==================== uart_tx_ctrl
### config.mk
export PLATFORM = sky130hd
export DESIGN_NAME = uart_tx_ctrl
export DESIGN_NICKNAME = d
export VERILOG_FILES = /design/src/rtl/uart_pkg.sv /design/src/rtl/uart_baud_gen.sv /design/src/rtl/uart_tx_ctrl.sv
export SDC_FILE = /design/constraint.sdc
export NUM_CORES = 1
export LEC_CHECK = 0
export CAP_MARGIN = 20
export CELL_PAD_IN_SITES_DETAIL_PLACEMENT = 1
export CELL_PAD_IN_SITES_GLOBAL_PLACEMENT = 2
export CORE_AREA = 2 2 71 73
export DETAILED_ROUTE_END_ITERATION = 16
export DIE_AREA = 0 0 73 75
export DONT_BUFFER_PORTS = 1
export PLACE_DENSITY_LB_ADDON = 0.1
export SLEW_MARGIN = 0
export SYNTH_ARGS = -nofsm -noshare
export SYNTH_HDL_FRONTEND = slang
export SYNTH_HIERARCHICAL = 1
export SYNTH_SLANG_ARGS = --single-unit
### constraint.sdc
create_clock -name clk -period 2.3 [get_ports clk]
set_clock_uncertainty 0.2 [all_clocks]
set_input_delay 0.46 -clock clk [delete_from_list [all_inputs] [get_ports clk]]
set_output_delay 0.46 -clock clk [all_outputs]
set_load 0.005 [all_outputs]
### src/rtl/uart_pkg.sv
// Shared types, frame constants and parity helper for the UART Tx sequencer.
// Defining UART_TX_TWO_STOP_EN selects two stop bits; the default is one.
package uart_pkg;

  typedef enum logic [1:0] {
    IDLE,
    LOAD,
    SHIFT,
    STOP
  } tx_state_t;

  localparam int FRAME_BITS = 11;

`ifdef UART_TX_TWO_STOP_EN
  localparam int STOP_BITS = 2;
`else
  localparam int STOP_BITS = 1;
`endif

  // Tick index that opens the first stop period, and the last tick of the frame.
  localparam logic [3:0] FIRST_STOP_TICK = 4'(FRAME_BITS - 1);
  localparam logic [3:0] LAST_TICK       = 4'(FRAME_BITS + STOP_BITS - 2);

  function automatic logic [8:0] parity9(input logic [7:0] data, input logic odd);
    return {(^data) ^ odd, data};
  endfunction

endpackage

### src/rtl/uart_baud_gen.sv
// Bit-period counter: start forces an immediate tick, then one tick per CLKS_PER_BIT clks.
// Tick is registered; mute suppresses a tick while still wrapping the counter.
module uart_baud_gen #(
  parameter int CLKS_PER_BIT = 868
) (
  input  logic clk,
  input  logic reset_n,
  input  logic clear,
  input  logic enable,
  input  logic start,
  input  logic mute,
  output logic tick,
  output logic wrap
);

  localparam int CW = $clog2(CLKS_PER_BIT);
  localparam logic [CW-1:0] CNT_MAX = CW'(CLKS_PER_BIT - 1);

  logic [CW-1:0] cnt;

  assign wrap = enable && (cnt == CNT_MAX);

  always_ff @(posedge clk or negedge reset_n) begin
    if (!reset_n) begin
      cnt  <= '0;
      tick <= 1'b0;
    end else if (start) begin
      cnt  <= '0;
      tick <= 1'b1;
    end else if (clear) begin
      cnt  <= '0;
      tick <= 1'b0;
    end else if (enable) begin
      tick <= wrap && !mute;
      cnt  <= wrap ? '0 : cnt + 1'b1;
    end else begin
      tick <= 1'b0;
    end
  end

endmodule

### src/rtl/uart_tx_ctrl.sv
// UART Tx sequencer: accepts a byte when idle, drives load/baud tick to the PISO, one frame per byte.
// Accept-to-load latency 1 clk; o_ready low for the whole frame. UART_TX_TWO_STOP_EN adds a stop bit.
module uart_tx_ctrl
  import uart_pkg::*;
#(
  parameter int CLKS_PER_BIT = 868,
  parameter bit PARITY_ODD   = 1'b0
) (
  input  logic       clk,
  input  logic       reset_n,
  input  logic [7:0] i_data,
  input  logic       i_valid,
  output logic       o_ready,
  output logic       o_busy,
  output logic       o_baud_tick,
  output logic       o_load,
  output logic [8:0] o_load_data,
  output logic       o_frame_done
);

  tx_state_t  state;
  logic [3:0] bit_cnt;
  logic       accept;
  logic       wrap;
  logic       mute;
  logic       in_idle;

  assign accept  = i_valid && o_ready;
  assign in_idle = (state == IDLE);
  // The wrap that would start a period after the last stop bit only closes the frame.
  assign mute    = (state == STOP) && (bit_cnt == LAST_TICK);

  uart_baud_gen #(
    .CLKS_PER_BIT(CLKS_PER_BIT)
  ) u_baud (
    .clk    (clk),
    .reset_n(reset_n),
    .clear  (in_idle),
    .enable (!in_idle),
    .start  (accept),
    .mute   (mute),
    .tick   (o_baud_tick),
    .wrap   (wrap)
  );

  always_ff @(posedge clk or negedge reset_n) begin
    if (!reset_n) begin
      state        <= IDLE;
      bit_cnt      <= '0;
      o_ready      <= 1'b1;
      o_busy       <= 1'b0;
      o_load       <= 1'b0;
      o_load_data  <= '0;
      o_frame_done <= 1'b0;
    end else begin
      o_load <= 1'b0;
      case (state)
        IDLE: begin
          if (accept) begin
            state       <= LOAD;
            bit_cnt     <= '0;
            o_ready     <= 1'b0;
            o_busy      <= 1'b1;
            o_load      <= 1'b1;
            o_load_data <= parity9(i_data, PARITY_ODD);
          end
        end
        LOAD: begin
          state <= SHIFT;
        end
        SHIFT: begin
          if (wrap) begin
            bit_cnt <= bit_cnt + 4'd1;
            if ((bit_cnt + 4'd1) == FIRST_STOP_TICK) begin
              state <= STOP;
            end
          end
        end
        STOP: begin
          if (o_frame_done) begin
            state        <= IDLE;
            o_frame_done <= 1'b0;
            o_ready      <= 1'b1;
            o_busy       <= 1'b0;
          end else if (wrap) begin
            if (bit_cnt == LAST_TICK) begin
              o_frame_done <= 1'b1;
            end else begin
              bit_cnt <= bit_cnt + 4'd1;
            end
          end
        end
        default: begin
          state <= IDLE;
        end
      endcase
    end
  end

endmodule

==================== usb_crc16_ctrl
===== src/rtl/usb_crc16_ctrl.sv =====
`default_nettype none
// ============================================================================
// Module   : usb_crc16_ctrl (with helper usb_crc16_step)
// Brief    : USB CRC16 controller: TX appends inverted CRC, RX checks it.
//            Optional error counter port enabled by macro USB_CRC16_STAT_EN.
// Revision : 1.0
// ============================================================================

module usb_crc16_step (
   input  logic [7:0]  data,
   input  logic [15:0] crc_in,
   output logic [15:0] crc_out
);
   localparam logic [15:0] c_poly_rev = 16'hA001;

   logic [15:0] w_crc;

   // LSB-first serial CRC unrolled over one byte
   always_comb begin
      w_crc = crc_in;
      for (int i = 0; i < 8; i++) begin
         if (w_crc[0] ^ data[i]) w_crc = {1'b0, w_crc[15:1]} ^ c_poly_rev;
         else                    w_crc = {1'b0, w_crc[15:1]};
      end
      crc_out = w_crc;
   end
endmodule

module usb_crc16_ctrl (
   input  logic        clk,
   input  logic        rst_n,
   input  logic        mode,
   input  logic        in_valid,
   output logic        in_ready,
   input  logic [7:0]  in_data,
   input  logic        in_sop,
   input  logic        in_eop,
   output logic        out_valid,
   input  logic        out_ready,
   output logic [7:0]  out_data,
   output logic        out_eop,
   output logic        crc_done,
   output logic        crc_ok,
   output logic [15:0] crc_value
`ifdef USB_CRC16_STAT_EN
  ,output logic [7:0]  err_cnt
`endif
);
   localparam logic [15:0] c_crc_init = 16'hFFFF;

   typedef enum logic [2:0] {
      ST_IDLE   = 3'd0,
      ST_DATA   = 3'd1,
      ST_APP_LO = 3'd2,
      ST_APP_HI = 3'd3,
      ST_CHECK  = 3'd4
   } state_t;

   state_t      r_state;
   logic        r_mode;
   logic [15:0] r_crc;
   logic [7:0]  r_dly_new;
   logic [7:0]  r_dly_old;
   logic [1:0]  r_dly_cnt;
   logic        r_lo_loaded;
   logic        r_out_valid;
   logic [7:0]  r_out_data;
   logic        r_out_eop;
   logic        r_crc_done;
   logic        r_crc_ok;

   logic        w_in_hs;
   logic        w_out_hs;
   logic        w_start;
   logic        w_tx;
   logic        w_rx_match;
   logic [7:0]  w_step_data;
   logic [15:0] w_step_crc_in;
   logic [15:0] w_step_crc_out;

   always_comb begin
      in_ready = 1'b0;
      if ((r_state == ST_IDLE) || (r_state == ST_DATA))
         in_ready = !r_out_valid || out_ready;
   end

   assign w_in_hs  = in_valid && in_ready;
   assign w_out_hs = r_out_valid && out_ready;
   assign w_start  = w_in_hs && in_sop;
   assign w_tx     = w_start ? mode : r_mode;

   // RX feeds the byte leaving the delay line; TX feeds the accepted byte
   assign w_step_crc_in = w_start ? c_crc_init : r_crc;
   assign w_step_data   = w_tx ? in_data : r_dly_old;

   // Last byte received is the high byte of the transmitted inverted CRC
   assign w_rx_match = (r_dly_cnt == 2'd2) && ({r_dly_new, r_dly_old} == ~r_crc);

   usb_crc16_step u_step (
      .data    (w_step_data),
      .crc_in  (w_step_crc_in),
      .crc_out (w_step_crc_out)
   );

   always_ff @(posedge clk or negedge rst_n) begin
      if (!rst_n) begin
         r_state     <= ST_IDLE;
         r_mode      <= 1'b0;
         r_crc       <= c_crc_init;
         r_dly_new   <= 8'h00;
         r_dly_old   <= 8'h00;
         r_dly_cnt   <= 2'd0;
         r_lo_loaded <= 1'b0;
         r_out_valid <= 1'b0;
         r_out_data  <= 8'h00;
         r_out_eop   <= 1'b0;
         r_crc_done  <= 1'b0;
         r_crc_ok    <= 1'b0;
      end else begin
         r_crc_done <= 1'b0;
         if (w_out_hs) r_out_valid <= 1'b0;

         case (r_state)
            ST_IDLE, ST_DATA: begin
               if (w_in_hs && (in_sop || (r_state == ST_DATA))) begin
                  if (in_sop) r_mode <= mode;
                  if (w_tx) begin
                     r_crc       <= w_step_crc_out;
                     r_out_valid <= 1'b1;
                     r_out_data  <= in_data;
                     r_out_eop   <= 1'b0;
                     r_lo_loaded <= 1'b0;
                     r_state     <= in_eop ? ST_APP_LO : ST_DATA;
                  end else begin
                     if (in_sop) begin
                        r_crc     <= c_crc_init;
                        r_dly_old <= 8'h00;
                        r_dly_cnt <= 2'd1;
                     end else begin
                        if (r_dly_cnt == 2'd2) r_crc <= w_step_crc_out;
                        else                   r_dly_cnt <= r_dly_cnt + 2'd1;
                        r_dly_old <= r_dly_new;
                     end
                     r_dly_new <= in_data;
                     r_state   <= in_eop ? ST_CHECK : ST_DATA;
                  end
               end
            end

            // The eop payload byte drains first, then the low CRC byte loads
            ST_APP_LO: begin
               if (w_out_hs) begin
                  r_out_valid <= 1'b1;
                  if (!r_lo_loaded) begin
                     r_out_data  <= ~r_crc[7:0];
                     r_lo_loaded <= 1'b1;
                  end else begin
                     r_out_data <= ~r_crc[15:8];
                     r_out_eop  <= 1'b1;
                     r_state    <= ST_APP_HI;
                  end
               end
            end

            ST_APP_HI: begin
               if (w_out_hs) begin
                  r_out_eop <= 1'b0;
                  r_state   <= ST_IDLE;
               end
            end

            ST_CHECK: begin
               r_crc_done <= 1'b1;
               r_crc_ok   <= w_rx_match;
               r_state    <= ST_IDLE;
            end

            default: r_state <= ST_IDLE;
         endcase
      end
   end

`ifdef USB_CRC16_STAT_EN
   logic [7:0] r_err_cnt;

   always_ff @(posedge clk or negedge rst_n) begin
      if (!rst_n)
         r_err_cnt <= 8'h00;
      else if ((r_state == ST_CHECK) && !w_rx_match && (r_err_cnt != 8'hFF))
         r_err_cnt <= r_err_cnt + 8'd1;
   end

   assign err_cnt = r_err_cnt;
`endif

   assign out_valid = r_out_valid;
   assign out_data  = r_out_data;
   assign out_eop   = r_out_eop;
   assign crc_done  = r_crc_done;
   assign crc_ok    = r_crc_ok;
   assign crc_value = r_crc;
endmodule

`default_nettype wire


===== config.mk =====
export PLATFORM = sky130hd
export DESIGN_NAME = usb_crc16_ctrl
export DESIGN_NICKNAME = d
export VERILOG_FILES = /design/src/rtl/usb_crc16_ctrl.sv
export SDC_FILE = /design/constraint.sdc
export NUM_CORES = 1
export LEC_CHECK = 0
export ABC_AREA = 1
export CORE_ASPECT_RATIO = 1.5
export CORE_MARGIN = 1
export CORE_UTILIZATION = 44
export CTS_BUF_LIST = sky130_fd_sc_hd__clkbuf_16
export DETAILED_ROUTE_END_ITERATION = 10
export GPL_ROUTABILITY_DRIVEN = 1
export PLACE_DENSITY = 0.66
export SYNTH_ARGS = -nofsm -noshare
export SYNTH_HDL_FRONTEND = slang
export SYNTH_SLANG_ARGS = --single-unit

===== constraint.sdc =====
create_clock -name clk -period 3.6 [get_ports clk]
set_input_delay 0.72 -clock clk [delete_from_list [all_inputs] [get_ports clk]]
set_output_delay 0.72 -clock clk [all_outputs]
set_load 0.1 [all_outputs]

==================== lc_transition_ctrl
`src/rtl/lc_transition_ctrl.sv`:
```
// Lifecycle-transition controller: checks an unlock token against the lifecycle ROM
// and advances the lifecycle index forward only, with a sticky lockout after repeated failures.
module lc_transition_ctrl #(
   parameter int WIDTH    = 256,
   parameter int LENGTH   = 6,
   parameter int MAX_FAIL = 3
) (
   input  logic                       clk,
   input  logic                       rst_n,
   input  logic                       req_valid,
   output logic                       req_ready,
   input  logic [$clog2(LENGTH)-1:0]  req_target,
   input  logic [WIDTH-1:0]           req_token,
   output logic                       resp_valid,
   output logic [1:0]                 resp_err,
   output logic [$clog2(LENGTH)-1:0]  lc_state,
   output logic                       locked,
   output logic                       mem_rd_en,
   output logic [$clog2(LENGTH)-1:0]  mem_addr,
   input  logic [WIDTH-1:0]           mem_rdData,
   input  logic                       mem_valid
);

   localparam int AW = $clog2(LENGTH);
   localparam int FW = $clog2(MAX_FAIL + 1);
   localparam logic [AW:0]   LEN_C = LENGTH[AW:0];
   localparam logic [FW-1:0] MAX_C = MAX_FAIL[FW-1:0];

   localparam logic [1:0] ERR_OK       = 2'd0;
   localparam logic [1:0] ERR_ILLEGAL  = 2'd1;
   localparam logic [1:0] ERR_MISMATCH = 2'd2;
   localparam logic [1:0] ERR_LOCKED   = 2'd3;

   typedef enum logic [1:0] {S_IDLE, S_RD, S_WAIT} state_t;

   state_t          state;
   logic [AW-1:0]   tgt_q;
   logic [WIDTH-1:0] tok_q;
   logic [FW-1:0]   fail_cnt;
   logic [FW-1:0]   fail_nxt;
   logic [1:0]      wd_cnt;
   logic            illegal;
   logic            tok_match;

   function automatic logic [FW-1:0] sat_inc(input logic [FW-1:0] v);
      return (v >= MAX_C) ? MAX_C : v + 1'b1;
   endfunction

   assign fail_nxt  = sat_inc(fail_cnt);
   assign illegal   = (req_target <= lc_state) || ({1'b0, req_target} >= LEN_C);
   assign tok_match = (mem_rdData == tok_q);

   always_ff @(posedge clk or negedge rst_n) begin
      if (!rst_n) begin
         state      <= S_IDLE;
         req_ready  <= 1'b1;
         resp_valid <= 1'b0;
         resp_err   <= ERR_OK;
         lc_state   <= '0;
         locked     <= 1'b0;
         mem_rd_en  <= 1'b0;
         mem_addr   <= '0;
         tgt_q      <= '0;
         tok_q      <= '0;
         fail_cnt   <= '0;
         wd_cnt     <= '0;
      end else begin
         resp_valid <= 1'b0;
         case (state)
            S_IDLE: begin
               if (req_valid) begin
                  if (locked) begin
                     resp_valid <= 1'b1;
                     resp_err   <= ERR_LOCKED;
                  end else if (illegal) begin
                     resp_valid <= 1'b1;
                     resp_err   <= ERR_ILLEGAL;
                  end else begin
                     // read strobe is registered here so it is high for exactly the RD cycle
                     state     <= S_RD;
                     req_ready <= 1'b0;
                     tgt_q     <= req_target;
                     tok_q     <= req_token;
                     mem_rd_en <= 1'b1;
                     mem_addr  <= req_target;
                  end
               end
            end
            S_RD: begin
               state     <= S_WAIT;
               mem_rd_en <= 1'b0;
               mem_addr  <= '0;
               wd_cnt    <= '0;
            end
            S_WAIT: begin
               if (mem_valid || wd_cnt == 2'd3) begin
                  state      <= S_IDLE;
                  req_ready  <= 1'b1;
                  resp_valid <= 1'b1;
                  tgt_q      <= '0;
                  tok_q      <= '0;
                  wd_cnt     <= '0;
                  if (mem_valid && tok_match) begin
                     lc_state <= tgt_q;
                     fail_cnt <= '0;
                     resp_err <= ERR_OK;
                  end else begin
                     // a silent memory counts as a failed attempt
                     fail_cnt <= fail_nxt;
                     resp_err <= ERR_MISMATCH;
                     if (fail_nxt == MAX_C)
                        locked <= 1'b1;
                  end
               end else begin
                  wd_cnt <= wd_cnt + 2'd1;
               end
            end
            default: state <= S_IDLE;
         endcase
      end
   end

endmodule
```
`config.mk`:
```
export PLATFORM = sky130hd
export DESIGN_NAME = lc_transition_ctrl
export DESIGN_NICKNAME = d
export VERILOG_FILES = /design/src/rtl/lc_transition_ctrl.sv
export SDC_FILE = /design/constraint.sdc
export NUM_CORES = 1
export LEC_CHECK = 0
export CAP_MARGIN = 5
export CORE_AREA = 8 8 200 202
export CTS_CLUSTER_DIAMETER = 200
export DETAILED_ROUTE_END_ITERATION = 16
export DIE_AREA = 0 0 208 210
export DONT_BUFFER_PORTS = 1
export HOLD_SLACK_MARGIN = 0.05
export PLACE_DENSITY = 0.56
export SYNTH_ARGS = -nofsm -noshare
export SYNTH_HDL_FRONTEND = slang
export SYNTH_SLANG_ARGS = --single-unit
```
`constraint.sdc`:
```
create_clock -name clk -period 2.24 [get_ports clk]
set_input_delay 0.448 -clock clk [delete_from_list [all_inputs] [get_ports clk]]
set_output_delay 0.448 -clock clk [all_outputs]
set_load 0.005 [all_outputs]
```

==> screenshots <==
Gate families picked out.
(a)
Drawn at 4 px/um.
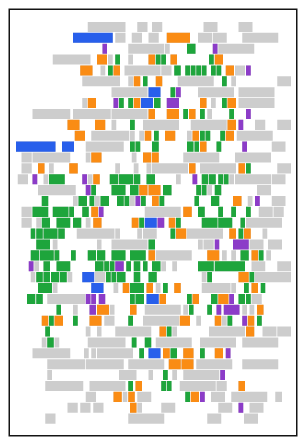
(b)
Drawn at 4 px/um.
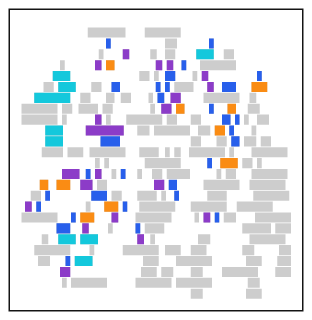
(c)
Drawn at 2 px/um.
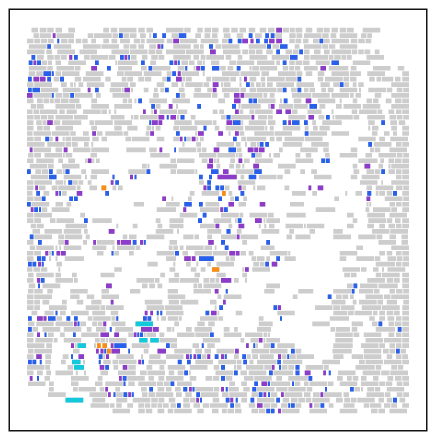
Of these, fewest cells: (b)
Of these, most cells: (c)
- (b) = uart_tx_ctrl
- (c) = lc_transition_ctrl
- (a) = usb_crc16_ctrl

Figure 1. Pin map (lc_transition_ctrl).
Drawn at 2 px/um. Pins as bars across the die edge, other pins in grey.
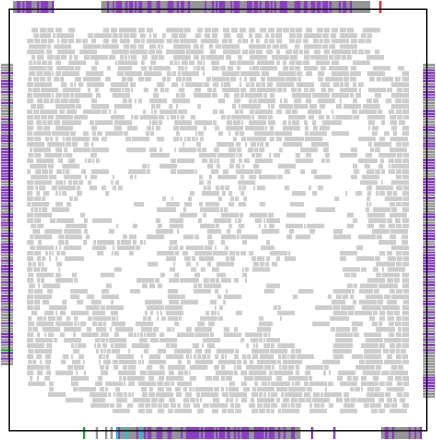
purple -> req_token  # pins 256, direction input, edge 75 top, 64 right, 60 left, 57 bottom
red -> rst_n  # pins 1, direction input, edge top
green -> resp_err  # pins 2, direction output, edge 1 left, 1 bottom
cyan -> mem_addr  # pins 3, direction output, edge bottom
all pins by edge = 169 top, 128 bottom, 123 right, 111 left
Die X-Extent: 208 um
number of port buffers: 0
die boundary height: 210 um

==> metrics.log, lc_transition_ctrl <==
[flow] collecting metrics
[metrics] largest contributor to cell area by class: flip-flops and latches
[metrics] main flop type: sky130_fd_sc_hd__dfrtp_1
[metrics] standard-cell rows: 71
[metrics] fraction of the core area covered by cells at the end of the flow: 0.587
[metrics] final hold violations: 276
[metrics] cell accounting for the most synthesized area: sky130_fd_sc_hd__dfrtp_1
[metrics] fin worst setup slack: -0.300 ns
[metrics] clock tree from TritonCTS: built
[metrics] Final Hold Slack: -0.396 ns
[metrics] outcome: finished, violations left
[metrics] count of nets left with antenna violations after detail routing: 0
[metrics] Seq Cell Count: 277
[metrics] Critical R2R Capture: lc_state[2]
[metrics] worst setup path category: register to register
[metrics] number of failing setup endpoints in the final timing report: 93
[metrics] Comb area share: 0.316
[metrics] logic area: just under 7000 sq um
[metrics] cell chain of the critical path: xnor2_2, nand4_1, nor4_4, buf_4, nand4_1, nor4_4, nand4_4, mux2_4
[metrics] failing checks: negative hold slack, negative setup slack
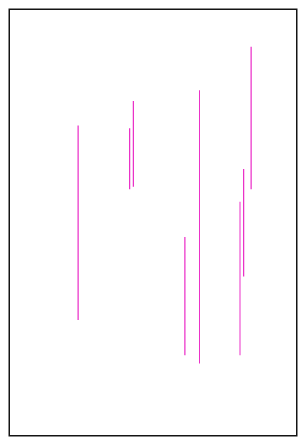
Figure 2: usb_crc16_ctrl, metal 4.
Drawn at 4 px/um.
nets with wire on the layer = 8
main direction = vertical
wire length on this layer = 282 um
longest straight run = 68.0 um
wire length reported by the detailed router: 8820 um
Via Count: 2866

==> metrics.log, usb_crc16_ctrl <==
[flow] collecting metrics
[metrics] outcome: complete, no violations
[metrics] number of top-level pins: 44
[metrics] DRC violation count after routing: 0
[metrics] fin worst setup slack: 0.377 ns
[metrics] Mapped Area: 3190 sq um
[metrics] Top Layout Cells: 85 x sky130_fd_sc_hd__nand2_1, 62 x sky130_fd_sc_hd__inv_1, 36 x sky130_fd_sc_hd__o21ai_0
[metrics] number of multi-input combinational cells in the layout: 275
[metrics] number of failing setup endpoints in the final timing report: 0
[metrics] DP Wirelength: 6770 um
[metrics] Synth async-reset ratio: 1.00
[metrics] area of the synthesized netlist per yosys stat: 3190 sq um
[metrics] layout cells sized above 1: 0.211
[metrics] Crit. Startpoint: out_ready
[metrics] Comb area share: 0.413
[metrics] worst endpoint required time: 3.84 ns
[metrics] FILL cells: 681
[metrics] Most common cell on crit path: sky130_fd_sc_hd__nand2_1
[metrics] first-pass GRT wire length: 14100 um
[metrics] compound-gate portion of the synthesized area: 0.153
[metrics] logic area: around 1600 sq um
[metrics] amount of wire on met2 after detailed routing: 4610 um
[metrics] Die X-Extent: 71.5 um
[metrics] relative max-transition margin: 0.356
[metrics] fin crit share: 0.895
[metrics] Area contributors post-synth: sky130_fd_sc_hd__dfrtp_1 27%, sky130_fd_sc_hd__dfstp_2 13%, sky130_fd_sc_hd__nand2_1 10%, sky130_fd_sc_hd__inv_1 6.9%, sky130_fd_sc_hd__o21ai_0 5.7%
[metrics] main flop type: sky130_fd_sc_hd__dfrtp_1
Figure 3. Clock wiring as the flow saved it (uart_tx_ctrl).
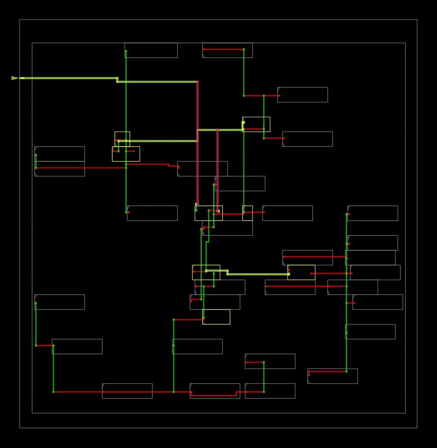
number of buffers created by CTS: 5
count of clock buffers in the final design: 6
clock sink count: 30

==> metrics.log, uart_tx_ctrl <==
[flow] collecting metrics
[metrics] outcome: complete, no violations
[metrics] fin worst setup slack: 0.00979 ns
[metrics] cell area after placement: 1820 sq um
[metrics] effective utilization at floorplan: 0.343
[metrics] number of flip-flops under the largest register name: 10
[metrics] post-synthesis xor/xnor area fraction: 0.0711
[metrics] cell chain of the critical path: nor4bb_2, nand4_1, inv_2, nand2_1, or4b_1, a31oi_2, mux2_4
[metrics] count of nets left with antenna violations after detail routing: 0
[metrics] Finished Layout Cells: 237
[metrics] critical-path maximum fanout: 2
[metrics] Via Count: approximately 1.2k
[metrics] Crit. Startpoint: u_baud/cnt[7]
[metrics] antenna violations before repair: 0
[metrics] syn avg cell area: 10.3 sq um
[metrics] number of failing setup endpoints in the final timing report: 0
[metrics] Post-Place Cells: 227
[metrics] leading cell type by number of instances after synthesis: sky130_fd_sc_hd__dfrtp_1
[metrics] fraction of post-synthesis cell area in the top cell type by area: 0.453
[metrics] EDFF count, synth: 0
[metrics] total count of max-transition violations in the final report: 0
[metrics] Area contributors post-synth: sky130_fd_sc_hd__dfrtp_1 45%, sky130_fd_sc_hd__ha_1 7.0%, sky130_fd_sc_hd__mux2_2 5.6%, sky130_fd_sc_hd__xnor2_1 4.9%, sky130_fd_sc_hd__nand2_1 4.7%

==================== hazard_ctrl
Figure 4. Metal 4 (hazard_ctrl).
Drawn at 2 px/um.
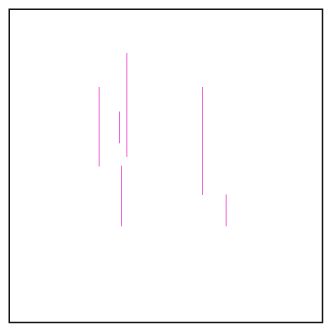

`src/rtl/hazard_pkg.sv`:
```
// Shared types and constants for the in-order pipeline hazard controller.
package hazard_pkg;

  localparam int unsigned REG_ADDR_W = 5;
  localparam logic [REG_ADDR_W-1:0] REG_X0 = '0;

  typedef struct packed {
    logic                  vld;
    logic [REG_ADDR_W-1:0] rd;
    logic                  wren;
  } stage_entry_t;

endpackage

```
`src/rtl/hazard_cmp.sv`:
```
// Flags a read-after-write conflict between one ID source operand and the
// EX/MEM/WB shadow entries.
module hazard_cmp
  import hazard_pkg::*;
(
  input  logic [REG_ADDR_W-1:0] i_addr,
  input  logic                  i_used,
  input  stage_entry_t          i_ex,
  input  stage_entry_t          i_mem,
  input  stage_entry_t          i_wb,
  output logic                  o_hit
);

  function automatic logic f_match(input stage_entry_t e, input logic [REG_ADDR_W-1:0] a);
    return e.vld && e.wren && (e.rd == a);
  endfunction

  // x0 is hardwired, so neither a read nor a write of it can conflict.
  assign o_hit = i_used && (i_addr != REG_X0) &&
                 (f_match(i_ex, i_addr) || f_match(i_mem, i_addr) || f_match(i_wb, i_addr));

endmodule

```
`src/rtl/hazard_ctrl.sv`:
```
// Stall/flush controller for a 5-stage pipeline without forwarding, with
// saturating stall and retire counters.
module hazard_ctrl
  import hazard_pkg::*;
#(
  parameter int unsigned CNT_W = 32
) (
  input  logic                  i_clk,
  input  logic                  i_reset,
  input  logic                  i_id_vld,
  input  logic [REG_ADDR_W-1:0] i_id_rs1_addr,
  input  logic [REG_ADDR_W-1:0] i_id_rs2_addr,
  input  logic                  i_id_rs1_used,
  input  logic                  i_id_rs2_used,
  input  logic [REG_ADDR_W-1:0] i_id_rd_addr,
  input  logic                  i_id_rd_wren,
  input  logic                  i_ex_br_taken,
  input  logic                  i_mem_stall,
  output logic                  o_pc_en,
  output logic                  o_if_id_en,
  output logic                  o_if_id_flush,
  output logic                  o_id_ex_flush,
  output logic                  o_stall,
  output logic                  o_insn_vld,
  output logic [CNT_W-1:0]      o_stall_cnt,
  output logic [CNT_W-1:0]      o_retire_cnt
);

  stage_entry_t     r_ex, r_mem, r_wb;
  stage_entry_t     w_id_entry;
  logic             w_rs1_hit, w_rs2_hit, w_raw, w_advance;
  logic [CNT_W-1:0] r_stall_cnt, r_retire_cnt;

  hazard_cmp u_cmp_rs1 (
    .i_addr (i_id_rs1_addr),
    .i_used (i_id_rs1_used),
    .i_ex   (r_ex),
    .i_mem  (r_mem),
    .i_wb   (r_wb),
    .o_hit  (w_rs1_hit)
  );

  hazard_cmp u_cmp_rs2 (
    .i_addr (i_id_rs2_addr),
    .i_used (i_id_rs2_used),
    .i_ex   (r_ex),
    .i_mem  (r_mem),
    .i_wb   (r_wb),
    .o_hit  (w_rs2_hit)
  );

  assign w_raw      = i_id_vld && (w_rs1_hit || w_rs2_hit);
  assign w_advance  = !i_mem_stall && !i_ex_br_taken && !w_raw;
  assign w_id_entry = '{vld: i_id_vld, rd: i_id_rd_addr, wren: i_id_rd_wren};

  always_comb begin
    o_pc_en       = 1'b1;
    o_if_id_en    = 1'b1;
    o_if_id_flush = 1'b0;
    o_id_ex_flush = 1'b0;
    o_stall       = 1'b0;
    if (i_mem_stall) begin
      o_pc_en    = 1'b0;
      o_if_id_en = 1'b0;
      o_stall    = 1'b1;
    end else if (i_ex_br_taken) begin
      // ID holds a wrong-path instruction, so its hazard is irrelevant.
      o_if_id_flush = 1'b1;
      o_id_ex_flush = 1'b1;
    end else if (w_raw) begin
      o_pc_en       = 1'b0;
      o_if_id_en    = 1'b0;
      o_id_ex_flush = 1'b1;
      o_stall       = 1'b1;
    end
  end

  assign o_insn_vld = r_wb.vld && !i_mem_stall;

  always_ff @(posedge i_clk or posedge i_reset) begin
    if (i_reset) begin
      r_ex  <= '0;
      r_mem <= '0;
      r_wb  <= '0;
    end else if (!i_mem_stall) begin
      r_wb  <= r_mem;
      r_mem <= r_ex;
      r_ex  <= w_advance ? w_id_entry : '0;
    end
  end

  always_ff @(posedge i_clk or posedge i_reset) begin
    if (i_reset) begin
      r_stall_cnt  <= '0;
      r_retire_cnt <= '0;
    end else begin
      if (o_stall && (r_stall_cnt != '1)) begin
        r_stall_cnt <= r_stall_cnt + CNT_W'(1);
      end
      if (o_insn_vld && (r_retire_cnt != '1)) begin
        r_retire_cnt <= r_retire_cnt + CNT_W'(1);
      end
    end
  end

  assign o_stall_cnt  = r_stall_cnt;
  assign o_retire_cnt = r_retire_cnt;

endmodule

```
`config.mk`:
```
export PLATFORM = sky130hd
export DESIGN_NAME = hazard_ctrl
export DESIGN_NICKNAME = d
export VERILOG_FILES = /design/src/rtl/hazard_pkg.sv /design/src/rtl/hazard_cmp.sv /design/src/rtl/hazard_ctrl.sv
export SDC_FILE = /design/constraint.sdc
export NUM_CORES = 1
export LEC_CHECK = 0
export ABC_AREA = 1
export CAP_MARGIN = 40
export CORE_MARGIN = 10
export CORE_UTILIZATION = 31
export CTS_CLUSTER_DIAMETER = 30
export DETAILED_ROUTE_END_ITERATION = 8
export GPL_ROUTABILITY_DRIVEN = 1
export PLACE_DENSITY = 0.48
export SLEW_MARGIN = 40
export SYNTH_ARGS = -nofsm -noshare
export SYNTH_HDL_FRONTEND = slang
export SYNTH_HIERARCHICAL = 1
export SYNTH_SLANG_ARGS = --single-unit
```
`constraint.sdc`:
```
create_clock -name i_clk -period 3 [get_ports i_clk]
set_input_delay 0.6 -clock i_clk [delete_from_list [all_inputs] [get_ports i_clk]]
set_output_delay 0.6 -clock i_clk [all_outputs]
set_load 0.01 [all_outputs]
```
==================== prog_loader_flat
==> config.mk <==
export PLATFORM = sky130hd
export DESIGN_NAME = prog_loader_flat
export DESIGN_NICKNAME = d
export VERILOG_FILES = /design/src/rtl/prog_loader_if.sv /design/src/rtl/prog_loader.sv /design/src/flat_wrapper.sv
export SDC_FILE = /design/constraint.sdc
export NUM_CORES = 1
export LEC_CHECK = 0
export CORE_MARGIN = 2
export CORE_UTILIZATION = 35
export CTS_BUF_LIST = sky130_fd_sc_hd__clkbuf_4 sky130_fd_sc_hd__clkbuf_8
export CTS_CLUSTER_SIZE = 20
export DETAILED_ROUTE_END_ITERATION = 7
export SLEW_MARGIN = 40
export SYNTH_ARGS = -nofsm -noshare
export SYNTH_HDL_FRONTEND = slang
export SYNTH_SLANG_ARGS = --single-unit
==> constraint.sdc <==
create_clock -name clk -period 8.22 [get_ports clk]
set_input_delay 0.822 -clock clk [delete_from_list [all_inputs] [get_ports clk]]
set_output_delay 0.822 -clock clk [all_outputs]
set_load 0.1 [all_outputs]
==> src/rtl/prog_loader_if.sv <==
// Loader bus: framed byte input, instruction-memory write port and core control.
// The master drives the byte stream and reload; the loader (slave) drives the rest.
interface prog_loader_if;
    logic        rx_valid;
    logic [7:0]  rx_byte;
    logic        reload;
    logic        imem_we;
    logic [31:0] imem_addr;
    logic [31:0] imem_wdata;
    logic        cpu_reset;
    logic        done;
    logic        error;

    modport master (
        output rx_valid, rx_byte, reload,
        input  imem_we, imem_addr, imem_wdata, cpu_reset, done, error
    );

    modport slave (
        input  rx_valid, rx_byte, reload,
        output imem_we, imem_addr, imem_wdata, cpu_reset, done, error
    );
endinterface

==> src/rtl/prog_loader.sv <==
// Boot loader: assembles a framed big-endian byte stream into instruction memory
// and holds the core in reset until the XOR checksum of the payload verifies.
//
// state    | meaning
// CNT_HI   | waiting for the high byte of the word count (no timeout)
// CNT_LO   | waiting for the low byte of the word count
// DATA     | assembling payload words, one write pulse per completed word
// CHK      | waiting for the checksum byte
// RUN      | image verified, core released
// ERROR    | oversize count, bad checksum or timeout; core held in reset
module prog_loader #(
    parameter int unsigned MAX_WORDS = 256,
    parameter logic [31:0] BASE_ADDR = 32'h0000_0000,
    parameter int unsigned TIMEOUT   = 100000
) (
    input logic            clk,
    input logic            reset,
    prog_loader_if.slave   bus
);
    localparam int          IW      = $clog2(TIMEOUT + 1);
    localparam logic [16:0] MAXW    = 17'(MAX_WORDS);
    localparam logic [IW-1:0] IDLE_LAST = IW'(TIMEOUT - 1);

    typedef enum logic [2:0] {
        S_CNT_HI, S_CNT_LO, S_DATA, S_CHK, S_RUN, S_ERROR
    } state_t;

    state_t        state, nextState;
    logic [7:0]    cntHi;
    logic [15:0]   numWords;
    logic [15:0]   wordIdx;
    logic [1:0]    byteIdx;
    logic [23:0]   asmReg;
    logic [7:0]    csum;
    logic [IW-1:0] idleCnt;
    logic [15:0]   rxCount;
    logic          countIdle;
    logic          timeoutHit;

    assign rxCount    = {cntHi, bus.rx_byte};
    assign countIdle  = (state == S_CNT_LO) || (state == S_DATA) || (state == S_CHK);
    // A byte arriving in the timeout cycle takes precedence over the timeout.
    assign timeoutHit = countIdle && !bus.rx_valid && (idleCnt == IDLE_LAST);

    always_ff @(posedge clk or posedge reset) begin
        if (reset) state <= S_CNT_HI;
        else       state <= nextState;
    end

    always_comb begin
        nextState = state;
        case (state)
            S_CNT_HI: if (bus.rx_valid) nextState = S_CNT_LO;
            S_CNT_LO: begin
                if (bus.rx_valid) begin
                    if ({1'b0, rxCount} > MAXW) nextState = S_ERROR;
                    else if (rxCount == 16'd0)  nextState = S_CHK;
                    else                        nextState = S_DATA;
                end else if (timeoutHit) begin
                    nextState = S_ERROR;
                end
            end
            S_DATA: begin
                if (bus.rx_valid) begin
                    if (byteIdx == 2'd3 && wordIdx == numWords - 16'd1) nextState = S_CHK;
                end else if (timeoutHit) begin
                    nextState = S_ERROR;
                end
            end
            S_CHK: begin
                if (bus.rx_valid)    nextState = (bus.rx_byte == csum) ? S_RUN : S_ERROR;
                else if (timeoutHit) nextState = S_ERROR;
            end
            S_RUN, S_ERROR: if (bus.reload) nextState = S_CNT_HI;
            default: nextState = S_CNT_HI;
        endcase
    end

    always_ff @(posedge clk or posedge reset) begin
        if (reset) begin
            bus.imem_we    <= 1'b0;
            bus.imem_addr  <= BASE_ADDR;
            bus.imem_wdata <= 32'd0;
            bus.cpu_reset  <= 1'b1;
            bus.done       <= 1'b0;
            bus.error      <= 1'b0;
            cntHi          <= 8'd0;
            numWords       <= 16'd0;
            wordIdx        <= 16'd0;
            byteIdx        <= 2'd0;
            asmReg         <= 24'd0;
            csum           <= 8'd0;
            idleCnt        <= '0;
        end else begin
            bus.imem_we   <= 1'b0;
            // Status flags follow the state being entered so they switch on that edge.
            bus.cpu_reset <= (nextState != S_RUN);
            bus.done      <= (nextState == S_RUN);
            bus.error     <= (nextState == S_ERROR);

            if (countIdle && !bus.rx_valid) idleCnt <= idleCnt + IW'(1);
            else                            idleCnt <= '0;

            case (state)
                S_CNT_HI: if (bus.rx_valid) cntHi <= bus.rx_byte;
                S_CNT_LO: begin
                    if (bus.rx_valid) begin
                        numWords <= rxCount;
                        wordIdx  <= 16'd0;
                        byteIdx  <= 2'd0;
                        csum     <= 8'd0;
                    end
                end
                S_DATA: begin
                    if (bus.rx_valid) begin
                        asmReg  <= {asmReg[15:0], bus.rx_byte};
                        csum    <= csum ^ bus.rx_byte;
                        byteIdx <= byteIdx + 2'd1;
                        if (byteIdx == 2'd3) begin
                            bus.imem_we    <= 1'b1;
                            bus.imem_wdata <= {asmReg, bus.rx_byte};
                            bus.imem_addr  <= BASE_ADDR + {14'd0, wordIdx, 2'b00};
                            wordIdx        <= wordIdx + 16'd1;
                        end
                    end
                end
                S_RUN, S_ERROR: begin
                    if (bus.reload) begin
                        cntHi    <= 8'd0;
                        numWords <= 16'd0;
                        wordIdx  <= 16'd0;
                        byteIdx  <= 2'd0;
                        asmReg   <= 24'd0;
                        csum     <= 8'd0;
                        idleCnt  <= '0;
                    end
                end
                default: ;
            endcase
        end
    end
endmodule

==> src/flat_wrapper.sv <==
// flat-port wrapper written by rule: the top's interface ports become plain ports
module prog_loader_flat 
#(
    parameter int unsigned MAX_WORDS = 256,
    parameter logic [31:0] BASE_ADDR = 32'h0000_0000,
    parameter int unsigned TIMEOUT   = 100000
)
  (clk, reset, bus_rx_valid, bus_rx_byte, bus_reload, bus_imem_we, bus_imem_addr, bus_imem_wdata, bus_cpu_reset, bus_done, bus_error);
  prog_loader_if bus_i ();
  input logic clk;
  input logic reset;
  input wire logic [$bits(bus_i.rx_valid)-1:0] bus_rx_valid;
  input wire logic [$bits(bus_i.rx_byte)-1:0] bus_rx_byte;
  input wire logic [$bits(bus_i.reload)-1:0] bus_reload;
  output wire logic [$bits(bus_i.imem_we)-1:0] bus_imem_we;
  output wire logic [$bits(bus_i.imem_addr)-1:0] bus_imem_addr;
  output wire logic [$bits(bus_i.imem_wdata)-1:0] bus_imem_wdata;
  output wire logic [$bits(bus_i.cpu_reset)-1:0] bus_cpu_reset;
  output wire logic [$bits(bus_i.done)-1:0] bus_done;
  output wire logic [$bits(bus_i.error)-1:0] bus_error;
  assign bus_i.rx_valid = bus_rx_valid;
  assign bus_i.rx_byte = bus_rx_byte;
  assign bus_i.reload = bus_reload;
  assign bus_imem_we = bus_i.imem_we;
  assign bus_imem_addr = bus_i.imem_addr;
  assign bus_imem_wdata = bus_i.imem_wdata;
  assign bus_cpu_reset = bus_i.cpu_reset;
  assign bus_done = bus_i.done;
  assign bus_error = bus_i.error;
  prog_loader #(.MAX_WORDS(MAX_WORDS), .BASE_ADDR(BASE_ADDR), .TIMEOUT(TIMEOUT)) u_core (.clk(clk), .reset(reset), .bus(bus_i));
endmodule
==================== phy_tx_scheduler
[src/rtl/phy_tx_scheduler_pkg.sv]
// Shared PHY transmit types: encoder symbol selects and the TX scheduler state encoding.
package phy_tx_scheduler_pkg;

    typedef enum logic [2:0] {
        NADA_SEL         = 3'd0,
        START_PACKET_SEL = 3'd1,
        END_PACKET_SEL   = 3'd2,
        DATA_SEL         = 3'd3,
        ACK_SEL          = 3'd4,
        GRTCRED0_SEL     = 3'd5,
        GRTCRED1_SEL     = 3'd6
    } comma_sel_t;

    typedef enum logic [1:0] {
        NADA                = 2'd0,
        SELECT_COMMA_1_FLIT = 2'd1,
        SELECT_COMMA_2_FLIT = 2'd2,
        SELECT_COMMA_DATA   = 2'd3
    } comma_length_sel_t;

    typedef enum logic [2:0] {
        ST_IDLE  = 3'd0,
        ST_CTRL  = 3'd1,
        ST_START = 3'd2,
        ST_DATA  = 3'd3,
        ST_END   = 3'd4
    } tx_sched_state_t;

endpackage

[src/rtl/phy_tx_token_cnt.sv]
// Saturating up/down counter of pending control tokens with a sticky overflow flag.
module phy_tx_token_cnt #(
    parameter int CNT_W = 4
) (
    input  logic             clk,
    input  logic             rst_n,
    input  logic             inc,
    input  logic             dec,
    output logic [CNT_W-1:0] count,
    output logic             ovf
);

    // NOTE: sequential state uses non-blocking assignments so every flop samples pre-edge values.
    always_ff @(posedge clk or negedge rst_n) begin
        if (!rst_n) begin
            count <= '0;
            ovf   <= 1'b0;
        end else if (inc && !dec) begin
            if (count == '1) begin
                ovf <= 1'b1;
            end else begin
                count <= count + CNT_W'(1);
            end
        end else if (dec && !inc && count != '0) begin
            count <= count - CNT_W'(1);
        end
    end

endmodule

[src/rtl/phy_tx_scheduler.sv]
// PHY TX scheduler: picks the next encoder symbol among pending control tokens and the
// packet stream (START, pass-through DATA, END), with a starvation guard for packets.
module phy_tx_scheduler
    import phy_tx_scheduler_pkg::*;
#(
    parameter int DATA_W         = 32,
    parameter int CNT_W          = 4,
    parameter int MAX_CTRL_BURST = 4
) (
    input  logic              CLK,
    input  logic              nRST,
    input  logic              pkt_valid,
    input  logic [DATA_W-1:0] pkt_data,
    input  logic              pkt_last,
    output logic              pkt_ready,
    input  logic              ack_req,
    input  logic [1:0]        grtcred_req,
    output logic              enc_valid,
    input  logic              enc_ready,
    output comma_sel_t        enc_comma_sel,
    output comma_length_sel_t enc_comma_len,
    output logic [DATA_W-1:0] enc_data,
    output logic              ovf_err
);

    localparam int BURST_W = $clog2(MAX_CTRL_BURST + 1);

    tx_sched_state_t    state;
    comma_sel_t         tok_sel;
    logic [BURST_W-1:0] burst;
    logic               burst_full;

    logic [CNT_W-1:0]   ack_cnt, grt0_cnt, grt1_cnt;
    logic               ack_ovf, grt0_ovf, grt1_ovf;
    logic               tok_hs;

    assign burst_full = (burst == BURST_W'(MAX_CTRL_BURST));
    assign tok_hs     = (state == ST_CTRL) && enc_ready;
    assign ovf_err    = ack_ovf | grt0_ovf | grt1_ovf;

    phy_tx_token_cnt #(.CNT_W(CNT_W)) u_ack_cnt (
        .clk   (CLK),
        .rst_n (nRST),
        .inc   (ack_req),
        .dec   (tok_hs && tok_sel == ACK_SEL),
        .count (ack_cnt),
        .ovf   (ack_ovf)
    );

    phy_tx_token_cnt #(.CNT_W(CNT_W)) u_grt0_cnt (
        .clk   (CLK),
        .rst_n (nRST),
        .inc   (grtcred_req[0]),
        .dec   (tok_hs && tok_sel == GRTCRED0_SEL),
        .count (grt0_cnt),
        .ovf   (grt0_ovf)
    );

    phy_tx_token_cnt #(.CNT_W(CNT_W)) u_grt1_cnt (
        .clk   (CLK),
        .rst_n (nRST),
        .inc   (grtcred_req[1]),
        .dec   (tok_hs && tok_sel == GRTCRED1_SEL),
        .count (grt1_cnt),
        .ovf   (grt1_ovf)
    );

    always_ff @(posedge CLK or negedge nRST) begin
        if (!nRST) begin
            state   <= ST_IDLE;
            tok_sel <= NADA_SEL;
            burst   <= '0;
        end else begin
            case (state)
                ST_IDLE: begin
                    if (!pkt_valid) begin
                        burst <= '0;
                    end
                    // A waiting packet wins once it has watched MAX_CTRL_BURST tokens go by.
                    if (pkt_valid && burst_full) begin
                        state <= ST_START;
                    end else if (ack_cnt != '0) begin
                        state   <= ST_CTRL;
                        tok_sel <= ACK_SEL;
                    end else if (grt0_cnt != '0) begin
                        state   <= ST_CTRL;
                        tok_sel <= GRTCRED0_SEL;
                    end else if (grt1_cnt != '0) begin
                        state   <= ST_CTRL;
                        tok_sel <= GRTCRED1_SEL;
                    end else if (pkt_valid) begin
                        state <= ST_START;
                    end
                end
                ST_CTRL: begin
                    if (enc_ready) begin
                        state <= ST_IDLE;
                        if (pkt_valid && !burst_full) begin
                            burst <= burst + BURST_W'(1);
                        end
                    end
                end
                ST_START: begin
                    if (enc_ready) begin
                        state <= ST_DATA;
                        burst <= '0;
                    end
                end
                ST_DATA: begin
                    if (pkt_valid && enc_ready && pkt_last) begin
                        state <= ST_END;
                    end
                end
                ST_END: begin
                    if (enc_ready) begin
                        state <= ST_IDLE;
                    end
                end
                default: state <= ST_IDLE;
            endcase
        end
    end

    always_comb begin
        // NOTE: every output takes a default before the case so no path infers a latch.
        enc_valid     = 1'b0;
        pkt_ready     = 1'b0;
        enc_comma_sel = NADA_SEL;
        enc_comma_len = NADA;
        enc_data      = '0;
        case (state)
            ST_CTRL: begin
                enc_valid     = 1'b1;
                enc_comma_sel = tok_sel;
                enc_comma_len = SELECT_COMMA_1_FLIT;
            end
            ST_START: begin
                enc_valid     = 1'b1;
                enc_comma_sel = START_PACKET_SEL;
                enc_comma_len = SELECT_COMMA_1_FLIT;
            end
            ST_DATA: begin
                enc_valid     = pkt_valid;
                pkt_ready     = enc_ready;
                enc_data      = pkt_data;
                enc_comma_sel = DATA_SEL;
                enc_comma_len = SELECT_COMMA_DATA;
            end
            ST_END: begin
                enc_valid     = 1'b1;
                enc_comma_sel = END_PACKET_SEL;
                enc_comma_len = SELECT_COMMA_1_FLIT;
            end
            default: ;
        endcase
    end

endmodule

[config.mk]
export PLATFORM = sky130hd
export DESIGN_NAME = phy_tx_scheduler
export DESIGN_NICKNAME = d
export VERILOG_FILES = /design/src/rtl/phy_tx_scheduler_pkg.sv /design/src/rtl/phy_tx_token_cnt.sv /design/src/rtl/phy_tx_scheduler.sv
export SDC_FILE = /design/constraint.sdc
export NUM_CORES = 1
export LEC_CHECK = 0
export CAP_MARGIN = 40
export CORE_ASPECT_RATIO = 0.9
export CORE_MARGIN = 2
export CORE_UTILIZATION = 40
export CTS_BUF_LIST = sky130_fd_sc_hd__clkbuf_8 sky130_fd_sc_hd__clkbuf_16
export DETAILED_ROUTE_END_ITERATION = 12
export DONT_BUFFER_PORTS = 1
export MAX_ROUTING_LAYER = met4
export PLACE_DENSITY = 0.56
export SLEW_MARGIN = 20
export SYNTH_ARGS = -nofsm -noshare
export SYNTH_HDL_FRONTEND = slang
export SYNTH_SLANG_ARGS = --single-unit
[constraint.sdc]
create_clock -name CLK -period 5.3 [get_ports CLK]
set_clock_uncertainty 0.05 [all_clocks]
set_input_delay 1.325 -clock CLK [delete_from_list [all_inputs] [get_ports CLK]]
set_output_delay 1.325 -clock CLK [all_outputs]
set_load 0.02 [all_outputs]
==================== shake256_squeeze_out
`src/rtl/shake256_squeeze_out.sv`:
```
// -----------------------------------------------------------------------------
// shake256_squeeze_out
//
// Output-side streamer for the SHAKE256 core. A rising edge on `squeeze`
// snapshots the rate part of the Keccak state and streams it out as WORD_W-bit
// words over a valid/ready interface. When all words of a rate block are sent
// and more output is still owed, one further permutation is requested with a
// single-cycle `perm_req`. The new rate is taken on `perm_done`.
//
// Ports
//   clock       : single clock, rising edge
//   reset       : asynchronous, active-high reset
//   squeeze     : session level; a rising edge starts a session, a fall aborts
//   rate_in     : rate part of the state, word i at [WORD_W*i +: WORD_W]
//   out_words   : number of words to emit, sampled at session start
//   perm_done   : one-cycle pulse, rate_in holds the new state in that cycle
//   dout_ready  : downstream accepts the current word
//   dout        : current output word (0 while not valid)
//   dout_valid  : dout is valid
//   dout_last   : final word of the session
//   perm_req    : one-cycle request for another permutation
//   busy        : session in progress (streaming or waiting for permutation)
//   done        : all requested words transferred, held until squeeze falls
// -----------------------------------------------------------------------------
module shake256_squeeze_out #(
  parameter int WORD_W = 64,
  parameter int RATE_W = 1088,
  parameter int LEN_W  = 12
) (
  input  logic              clock,
  input  logic              reset,
  input  logic              squeeze,
  input  logic [RATE_W-1:0] rate_in,
  input  logic [LEN_W-1:0]  out_words,
  input  logic              perm_done,
  input  logic              dout_ready,
  output logic [WORD_W-1:0] dout,
  output logic              dout_valid,
  output logic              dout_last,
  output logic              perm_req,
  output logic              busy,
  output logic              done
);

  localparam int NWORDS = RATE_W / WORD_W;
  localparam int IDX_W  = $clog2(NWORDS);
  localparam logic [IDX_W-1:0] LAST_IDX = IDX_W'(NWORDS - 1);

  typedef enum logic [1:0] {
    ST_IDLE   = 2'd0,
    ST_STREAM = 2'd1,
    ST_PERM   = 2'd2,
    ST_DONE   = 2'd3
  } state_e;

  state_e              state_q, state_d;
  logic [RATE_W-1:0]   buf_q, buf_d;
  logic [IDX_W-1:0]    idx_q, idx_d;
  logic [LEN_W-1:0]    rem_q, rem_d;
  logic                sq_dly_q;

  logic [WORD_W-1:0]   dout_q, dout_d;
  logic                valid_q, valid_d;
  logic                last_q, last_d;
  logic                preq_q, preq_d;
  logic                busy_q, busy_d;
  logic                done_q, done_d;

  logic                sq_rise_s;
  logic                xfer_s;
  logic [IDX_W-1:0]    idx_inc_s;
  logic [WORD_W-1:0]   word_sel_s;

  assign sq_rise_s = squeeze & ~sq_dly_q;
  assign xfer_s    = valid_q & dout_ready;
  // idx stays within the block; wrapping only happens when leaving STREAM
  assign idx_inc_s = (idx_q == LAST_IDX) ? {IDX_W{1'b0}} : (idx_q + IDX_W'(1));

  // Next-state logic for the session FSM and its counters/buffer.
  always_comb begin
    state_d = state_q;
    buf_d   = buf_q;
    idx_d   = idx_q;
    rem_d   = rem_q;
    preq_d  = 1'b0;
    case (state_q)
      ST_IDLE: begin
        if (sq_rise_s) begin
          buf_d = rate_in;
          rem_d = out_words;
          idx_d = {IDX_W{1'b0}};
          if (out_words == {LEN_W{1'b0}}) begin
            state_d = ST_DONE;
          end else begin
            state_d = ST_STREAM;
          end
        end else begin
          state_d = ST_IDLE;
        end
      end
      ST_STREAM: begin
        if (!squeeze) begin
          state_d = ST_IDLE;
        end else if (xfer_s) begin
          rem_d = rem_q - LEN_W'(1);
          idx_d = idx_inc_s;
          // The rem==1 check comes first so a session ending exactly on a
          // block boundary does not request a useless permutation.
          if (rem_q == LEN_W'(1)) begin
            state_d = ST_DONE;
          end else if (idx_q == LAST_IDX) begin
            state_d = ST_PERM;
            preq_d  = 1'b1;
          end else begin
            state_d = ST_STREAM;
          end
        end else begin
          state_d = ST_STREAM;
        end
      end
      ST_PERM: begin
        if (!squeeze) begin
          state_d = ST_IDLE;
        end else if (perm_done) begin
          buf_d   = rate_in;
          idx_d   = {IDX_W{1'b0}};
          state_d = ST_STREAM;
        end else begin
          state_d = ST_PERM;
        end
      end
      ST_DONE: begin
        if (!squeeze) begin
          state_d = ST_IDLE;
        end else begin
          state_d = ST_DONE;
        end
      end
      default: begin
        state_d = ST_IDLE;
      end
    endcase
  end

  // Word multiplexer on the next buffer/index so dout can be registered.
  always_comb begin
    word_sel_s = {WORD_W{1'b0}};
    for (int w = 0; w < NWORDS; w++) begin
      word_sel_s = word_sel_s |
                   (buf_d[w*WORD_W +: WORD_W] & {WORD_W{idx_d == IDX_W'(w)}});
    end
  end

  // Output values derived from the next state, registered below.
  always_comb begin
    valid_d = (state_d == ST_STREAM);
    dout_d  = valid_d ? word_sel_s : {WORD_W{1'b0}};
    last_d  = valid_d && (rem_d == LEN_W'(1));
    busy_d  = (state_d == ST_STREAM) || (state_d == ST_PERM);
    done_d  = (state_d == ST_DONE);
  end

  // State, datapath and output registers.
  always_ff @(posedge clock or posedge reset) begin
    if (reset) begin
      state_q  <= ST_IDLE;
      buf_q    <= {RATE_W{1'b0}};
      idx_q    <= {IDX_W{1'b0}};
      rem_q    <= {LEN_W{1'b0}};
      sq_dly_q <= 1'b0;
      dout_q   <= {WORD_W{1'b0}};
      valid_q  <= 1'b0;
      last_q   <= 1'b0;
      preq_q   <= 1'b0;
      busy_q   <= 1'b0;
      done_q   <= 1'b0;
    end else begin
      state_q  <= state_d;
      buf_q    <= buf_d;
      idx_q    <= idx_d;
      rem_q    <= rem_d;
      sq_dly_q <= squeeze;
      dout_q   <= dout_d;
      valid_q  <= valid_d;
      last_q   <= last_d;
      preq_q   <= preq_d;
      busy_q   <= busy_d;
      done_q   <= done_d;
    end
  end

  assign dout       = dout_q;
  assign dout_valid = valid_q;
  assign dout_last  = last_q;
  assign perm_req   = preq_q;
  assign busy       = busy_q;
  assign done       = done_q;

endmodule
```
`config.mk`:
```
export PLATFORM = sky130hd
export DESIGN_NAME = shake256_squeeze_out
export DESIGN_NICKNAME = d
export VERILOG_FILES = /design/src/rtl/shake256_squeeze_out.sv
export SDC_FILE = /design/constraint.sdc
export NUM_CORES = 2
export LEC_CHECK = 0
export CORE_AREA = 2 2 462 464
export CTS_CLUSTER_DIAMETER = 60
export DETAILED_ROUTE_END_ITERATION = 12
export DIE_AREA = 0 0 464 466
export GPL_TIMING_DRIVEN = 0
export SYNTH_ARGS = -nofsm -noshare
export SYNTH_HDL_FRONTEND = slang
export SYNTH_SLANG_ARGS = --single-unit
```
`constraint.sdc`:
```
create_clock -name clock -period 57.5 [get_ports clock]
set_clock_uncertainty 0.2 [all_clocks]
set_input_delay 5.75 -clock clock [delete_from_list [all_inputs] [get_ports clock]]
set_output_delay 5.75 -clock clock [all_outputs]
set_load 0.005 [all_outputs]
```
Figure 5. Gate families picked out (phy_tx_scheduler).
Drawn at 4 px/um.
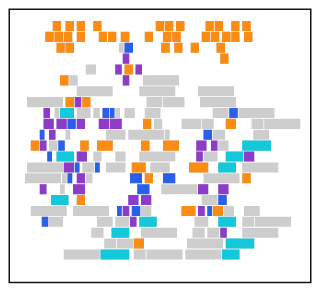
orange -> AND and OR gates  # cells 52
purple -> inverting AOI/OAI gates  # cells 30
cyan -> adder and majority cells  # cells 12
blue -> NAND gates  # cells 20
Comb area share: 0.597
Finished Layout Cells: 247
most common cell after layout, fill and taps aside: sky130_fd_sc_hd__and3_1

Figure 6. Clock distribution (phy_tx_scheduler).
Drawn at 6 px/um.
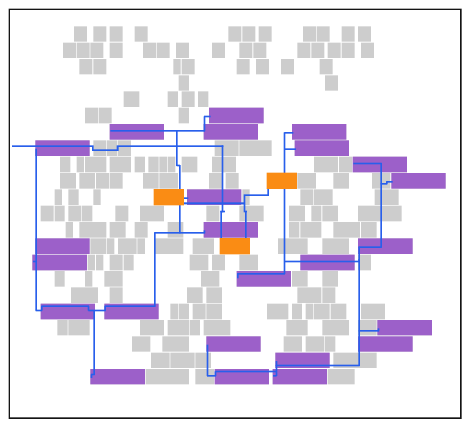
blue -> clock wires  # length 334 um
orange -> cells driving clock nets  # count 3
purple -> flip-flops  # count 24
routed clock nets = 4
clock network fraction of design power: 0.139
Insertion Delay late pin: 0.27 ns

==> metrics.log, phy_tx_scheduler <==
[flow] collecting metrics
[metrics] outcome: complete, no violations
[metrics] number of top-level pins: 80
[metrics] met1 capacity usage during global routing: 0.230
[metrics] maximum level of the CTS H-tree: 1
[metrics] Biggest consumer: combinational logic
[metrics] Unique cell types: just over 40
[metrics] wire length the detailed router placed on met1: 1900 um
[metrics] internal power component: 0.524 mW
[metrics] FILL cells: 442
[metrics] biggest cell delay along the critical path: 0.60 ns
[metrics] vias in the first global route: 1291
[metrics] PD cells: 471 nW/um^2
[metrics] Layout non-clock buf frac: 0.0118
[metrics] number of iterations in the first detailed-routing pass: 4
[metrics] top cells by count: 36 x sky130_fd_sc_hd__and3_1, 24 x sky130_fd_sc_hd__dfrtp_1, 12 x sky130_fd_sc_hd__clkbuf_1
[metrics] number of buffers created by CTS: 3
[metrics] standard-cell rows: 23
[metrics] fin worst setup slack: 2.10 ns
[metrics] relative max-transition margin: 0.551
[metrics] Mapped Area: 1820 sq um
[metrics] core outline area: about 4400 sq um
[metrics] Flop+latch power: 0.354 mW
[metrics] startpoint class of the critical path: register
[metrics] leading cell type by number of instances after synthesis: sky130_fd_sc_hd__and3_1
[metrics] Final Wtd Congestion: 0.809
[metrics] fraction of the core area covered by cells at the end of the flow: 0.432
[metrics] pin count of the biggest net entering global routing: 39
[metrics] Critical R2R Capture: u_grt1_cnt.count[3]
[metrics] post-synthesis xor/xnor area fraction: 0.0434
[metrics] relative area change from synthesis to final layout: 4.82%
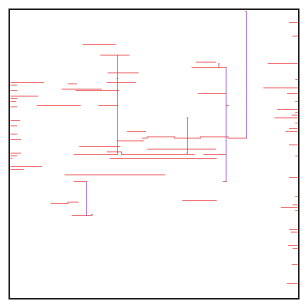
Figure 7: prog_loader_flat, signal wires by layer.
Drawn at 2 px/um. Two of the layers only.
red -> met3  # wire length 755 um
purple -> met4  # wire length 205 um
Total GRT Usage: 0.150
Via Count: 4965
wire length reported by the detailed router: 14500 um
Routed WL per cell: 14.1 um

==> metrics.log, prog_loader_flat <==
[flow] collecting metrics
[metrics] outcome: complete, no violations
[metrics] clock tree from TritonCTS: built
[metrics] standard-cell rows: 51
[metrics] number of port buffers: 63
[metrics] number of flip-flops under the largest register name: 32
[metrics] area of the synthesized netlist per yosys stat: 6860 sq um
[metrics] EDFF count, synth: 0
[metrics] die boundary height: roughly 140 um
[metrics] Comb area share: 0.375
[metrics] Worst Max-Slew Pin Slew: 0.746 ns
[metrics] worst setup path endpoint: u_core.wordIdx[12]
[metrics] worst r2r src: u_core.state[2]
[metrics] post-synthesis cell count from yosys: 700
[metrics] core outline area: 19300 sq um
[metrics] number of hold buffers added after CTS: 0
[metrics] unrepaired setup endpoints after global routing: no
[metrics] count of nets left with antenna violations after detail routing: 0
[metrics] total power draw: ~2.1 mW
[metrics] total count of max-transition violations in the final report: 0
[metrics] met2 capacity usage during global routing: 0.215
[metrics] number of stages on the worst setup path: 7
[metrics] worst setup path category: input pin to register
[metrics] detailed router's first-iteration violation count: between 200 and 300
[metrics] internal power component: between 1 and 1.5 mW
[metrics] post-synthesis xor/xnor area fraction: 0.0715
[metrics] sequential cell area: 3650 sq um
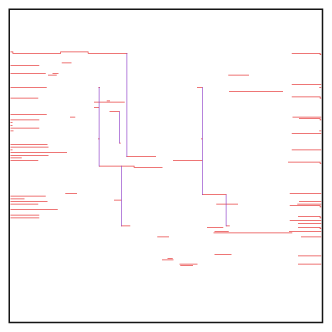
Figure 8: hazard_ctrl, signal wires by layer.
Drawn at 2 px/um. Two of the layers only.
purple -> met4  # wire length 206 um
red -> met3  # wire length 919 um
wire length reported by the detailed router: 17200 um
Via Count: 5640
Total GRT Usage: 0.146
Routed WL per cell: 13.9 um

## Picture notes: Figure 4
main direction = vertical
wire length on this layer = 206 um
share of all routed wire = 1.2%
nets with wire on the layer = 3

==> metrics.log, hazard_ctrl <==
[flow] collecting metrics
[metrics] first-pass GRT wire length: around 29000 um
[metrics] main flop type: sky130_fd_sc_hd__dfrtp_1
[metrics] Sum Neg Setup Slack: 0 ns
[metrics] compound-gate portion of the synthesized area: 0.0282
[metrics] EDFF count, synth: 0
[metrics] critical-path maximum fanout: 4
[metrics] DRC violation count after routing: 0
[metrics] Main logic family: simple AND/OR/NAND/NOR gates
[metrics] vias in the first global route: 5434
[metrics] leakage component of the power: 3.37 nW
[metrics] Area contributors post-synth: sky130_fd_sc_hd__dfrtp_1 37%, sky130_fd_sc_hd__nand2_1 26%, sky130_fd_sc_hd__nor2_1 7.6%, sky130_fd_sc_hd__inv_1 6.5%, sky130_fd_sc_hd__nand3_1 4.5%
[metrics] post-detailed-route via-to-cell ratio: between 4 and 5
[metrics] clock tree from TritonCTS: built
[metrics] Worst Max-Slew Pin Slew: roughly 0.43 ns
[metrics] wire length the detailed router placed on met1: 8370 um
[metrics] Final Hold Slack: roughly 0.5 ns
[metrics] maximum VDD drop: 265 uV
[metrics] Adder Share, Synth: 0.00437
[metrics] worst r2r src: r_wb[3]
[metrics] post_cts resized: 7
[metrics] maximum level of the CTS H-tree: 3
[metrics] outcome: complete, no violations
Figure 9. Pin map (shake256_squeeze_out).
Pins as bars across the die edge, other pins in grey.
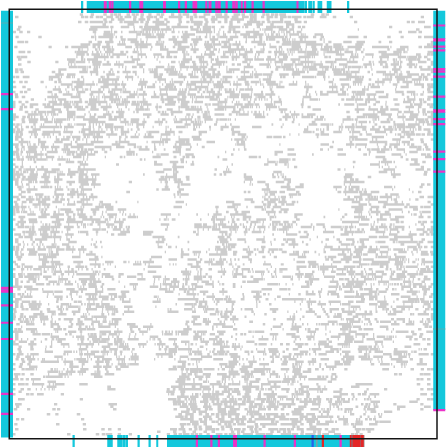
blue -> perm_done  # pins 1, direction input, edge bottom
red -> out_words  # pins 12, direction input, edge bottom
cyan -> rate_in  # pins 1088, direction input, edge 330 left, 302 right, 238 top, 218 bottom
magenta -> dout  # pins 64, direction output, edge 29 top, 17 right, 10 left, 8 bottom
Die X-Extent: 464 um
die boundary height: 466 um
number of port buffers: 1173

==> metrics.log, shake256_squeeze_out <==
[flow] collecting metrics
[metrics] post_cts resized: 0
[metrics] final layout net count: 8372
[metrics] hold crit path type: register to register
[metrics] total count of max-transition violations in the final report: approximately 70
[metrics] max-cap violations: 8
[metrics] syn avg cell area: 8.76 sq um
[metrics] relative area change from synthesis to final layout: 42.2%
[metrics] Non-clk invs: 21
[metrics] failing checks: max-capacitance violations, max-slew violations
[metrics] Biggest consumer: the clock network
[metrics] Worst Max-Slew Pin Slew: 1.61 ns
[metrics] outcome: finished, violations left
[metrics] setup slack of the most critical reg-to-reg path: 50.68 ns
[metrics] Total GRT Usage: 0.388
[metrics] EDFF count, synth: 0


==> layout pictures side by side <==
Signal wires by layer.
Plate I
Drawn at 4 px/um. Two of the layers only.
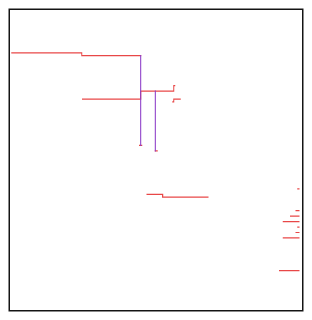
Plate II
Drawn at 1.5 px/um. Two of the layers only.
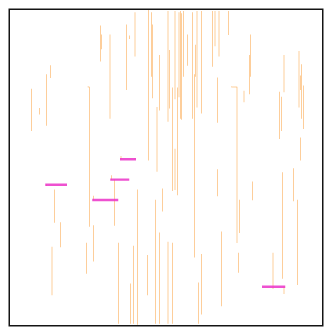
Plate III
Drawn at 2 px/um. Two of the layers only.
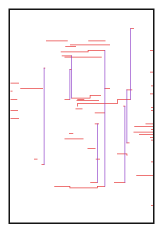
Plate IV
Drawn at 4 px/um. Two of the layers only.
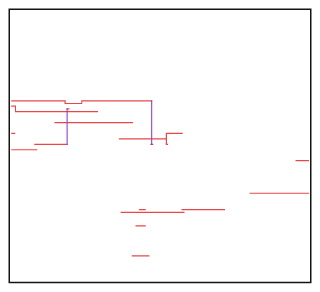
Plate V
Drawn at 1 px/um. Two of the layers only.
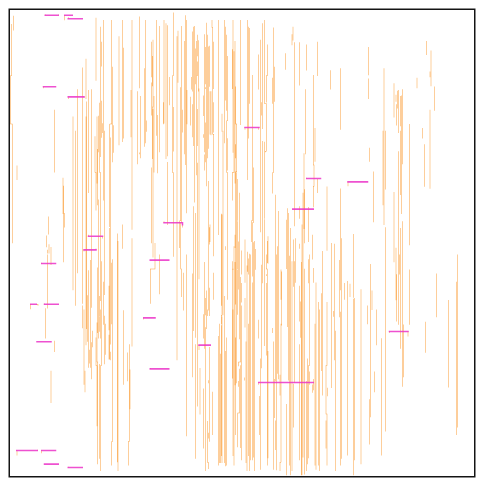
shake256_squeeze_out is Plate V.
uart_tx_ctrl is Plate I.
usb_crc16_ctrl is Plate III.
phy_tx_scheduler is Plate IV.
lc_transition_ctrl is Plate II.
Of these, largest die: Plate V
Of these, most wire: Plate V


## Gallery

Pin map.
image #1
Drawn at 4 px/um. Pins as bars across the die edge, other pins in grey.
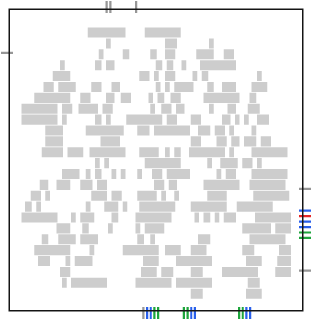
image #2
Drawn at 2 px/um. Pins as bars across the die edge, other pins in grey.
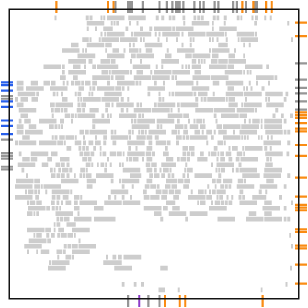
image #3
Drawn at 4 px/um. Pins as bars across the die edge, other pins in grey.
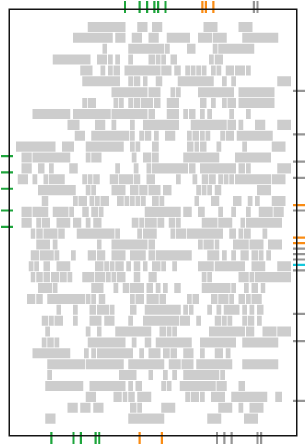
image #4
Drawn at 4 px/um. Pins as bars across the die edge, other pins in grey.
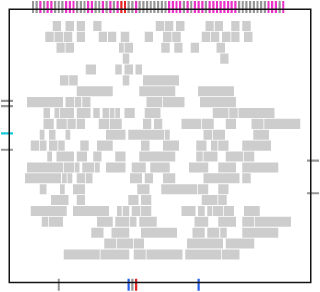
image #5
Drawn at 2 px/um. Pins as bars across the die edge, other pins in grey.
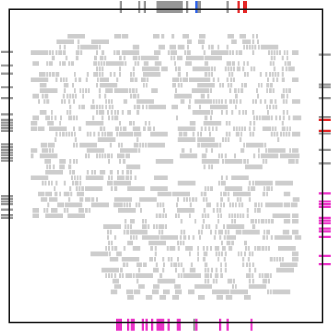
prog_loader_flat: image #2
usb_crc16_ctrl: image #3
uart_tx_ctrl: image #1
phy_tx_scheduler: image #4
hazard_ctrl: image #5
The one with the largest die is image #5.
The one with the fewest pins is image #1.

Power and IR drop assume default switching activity.
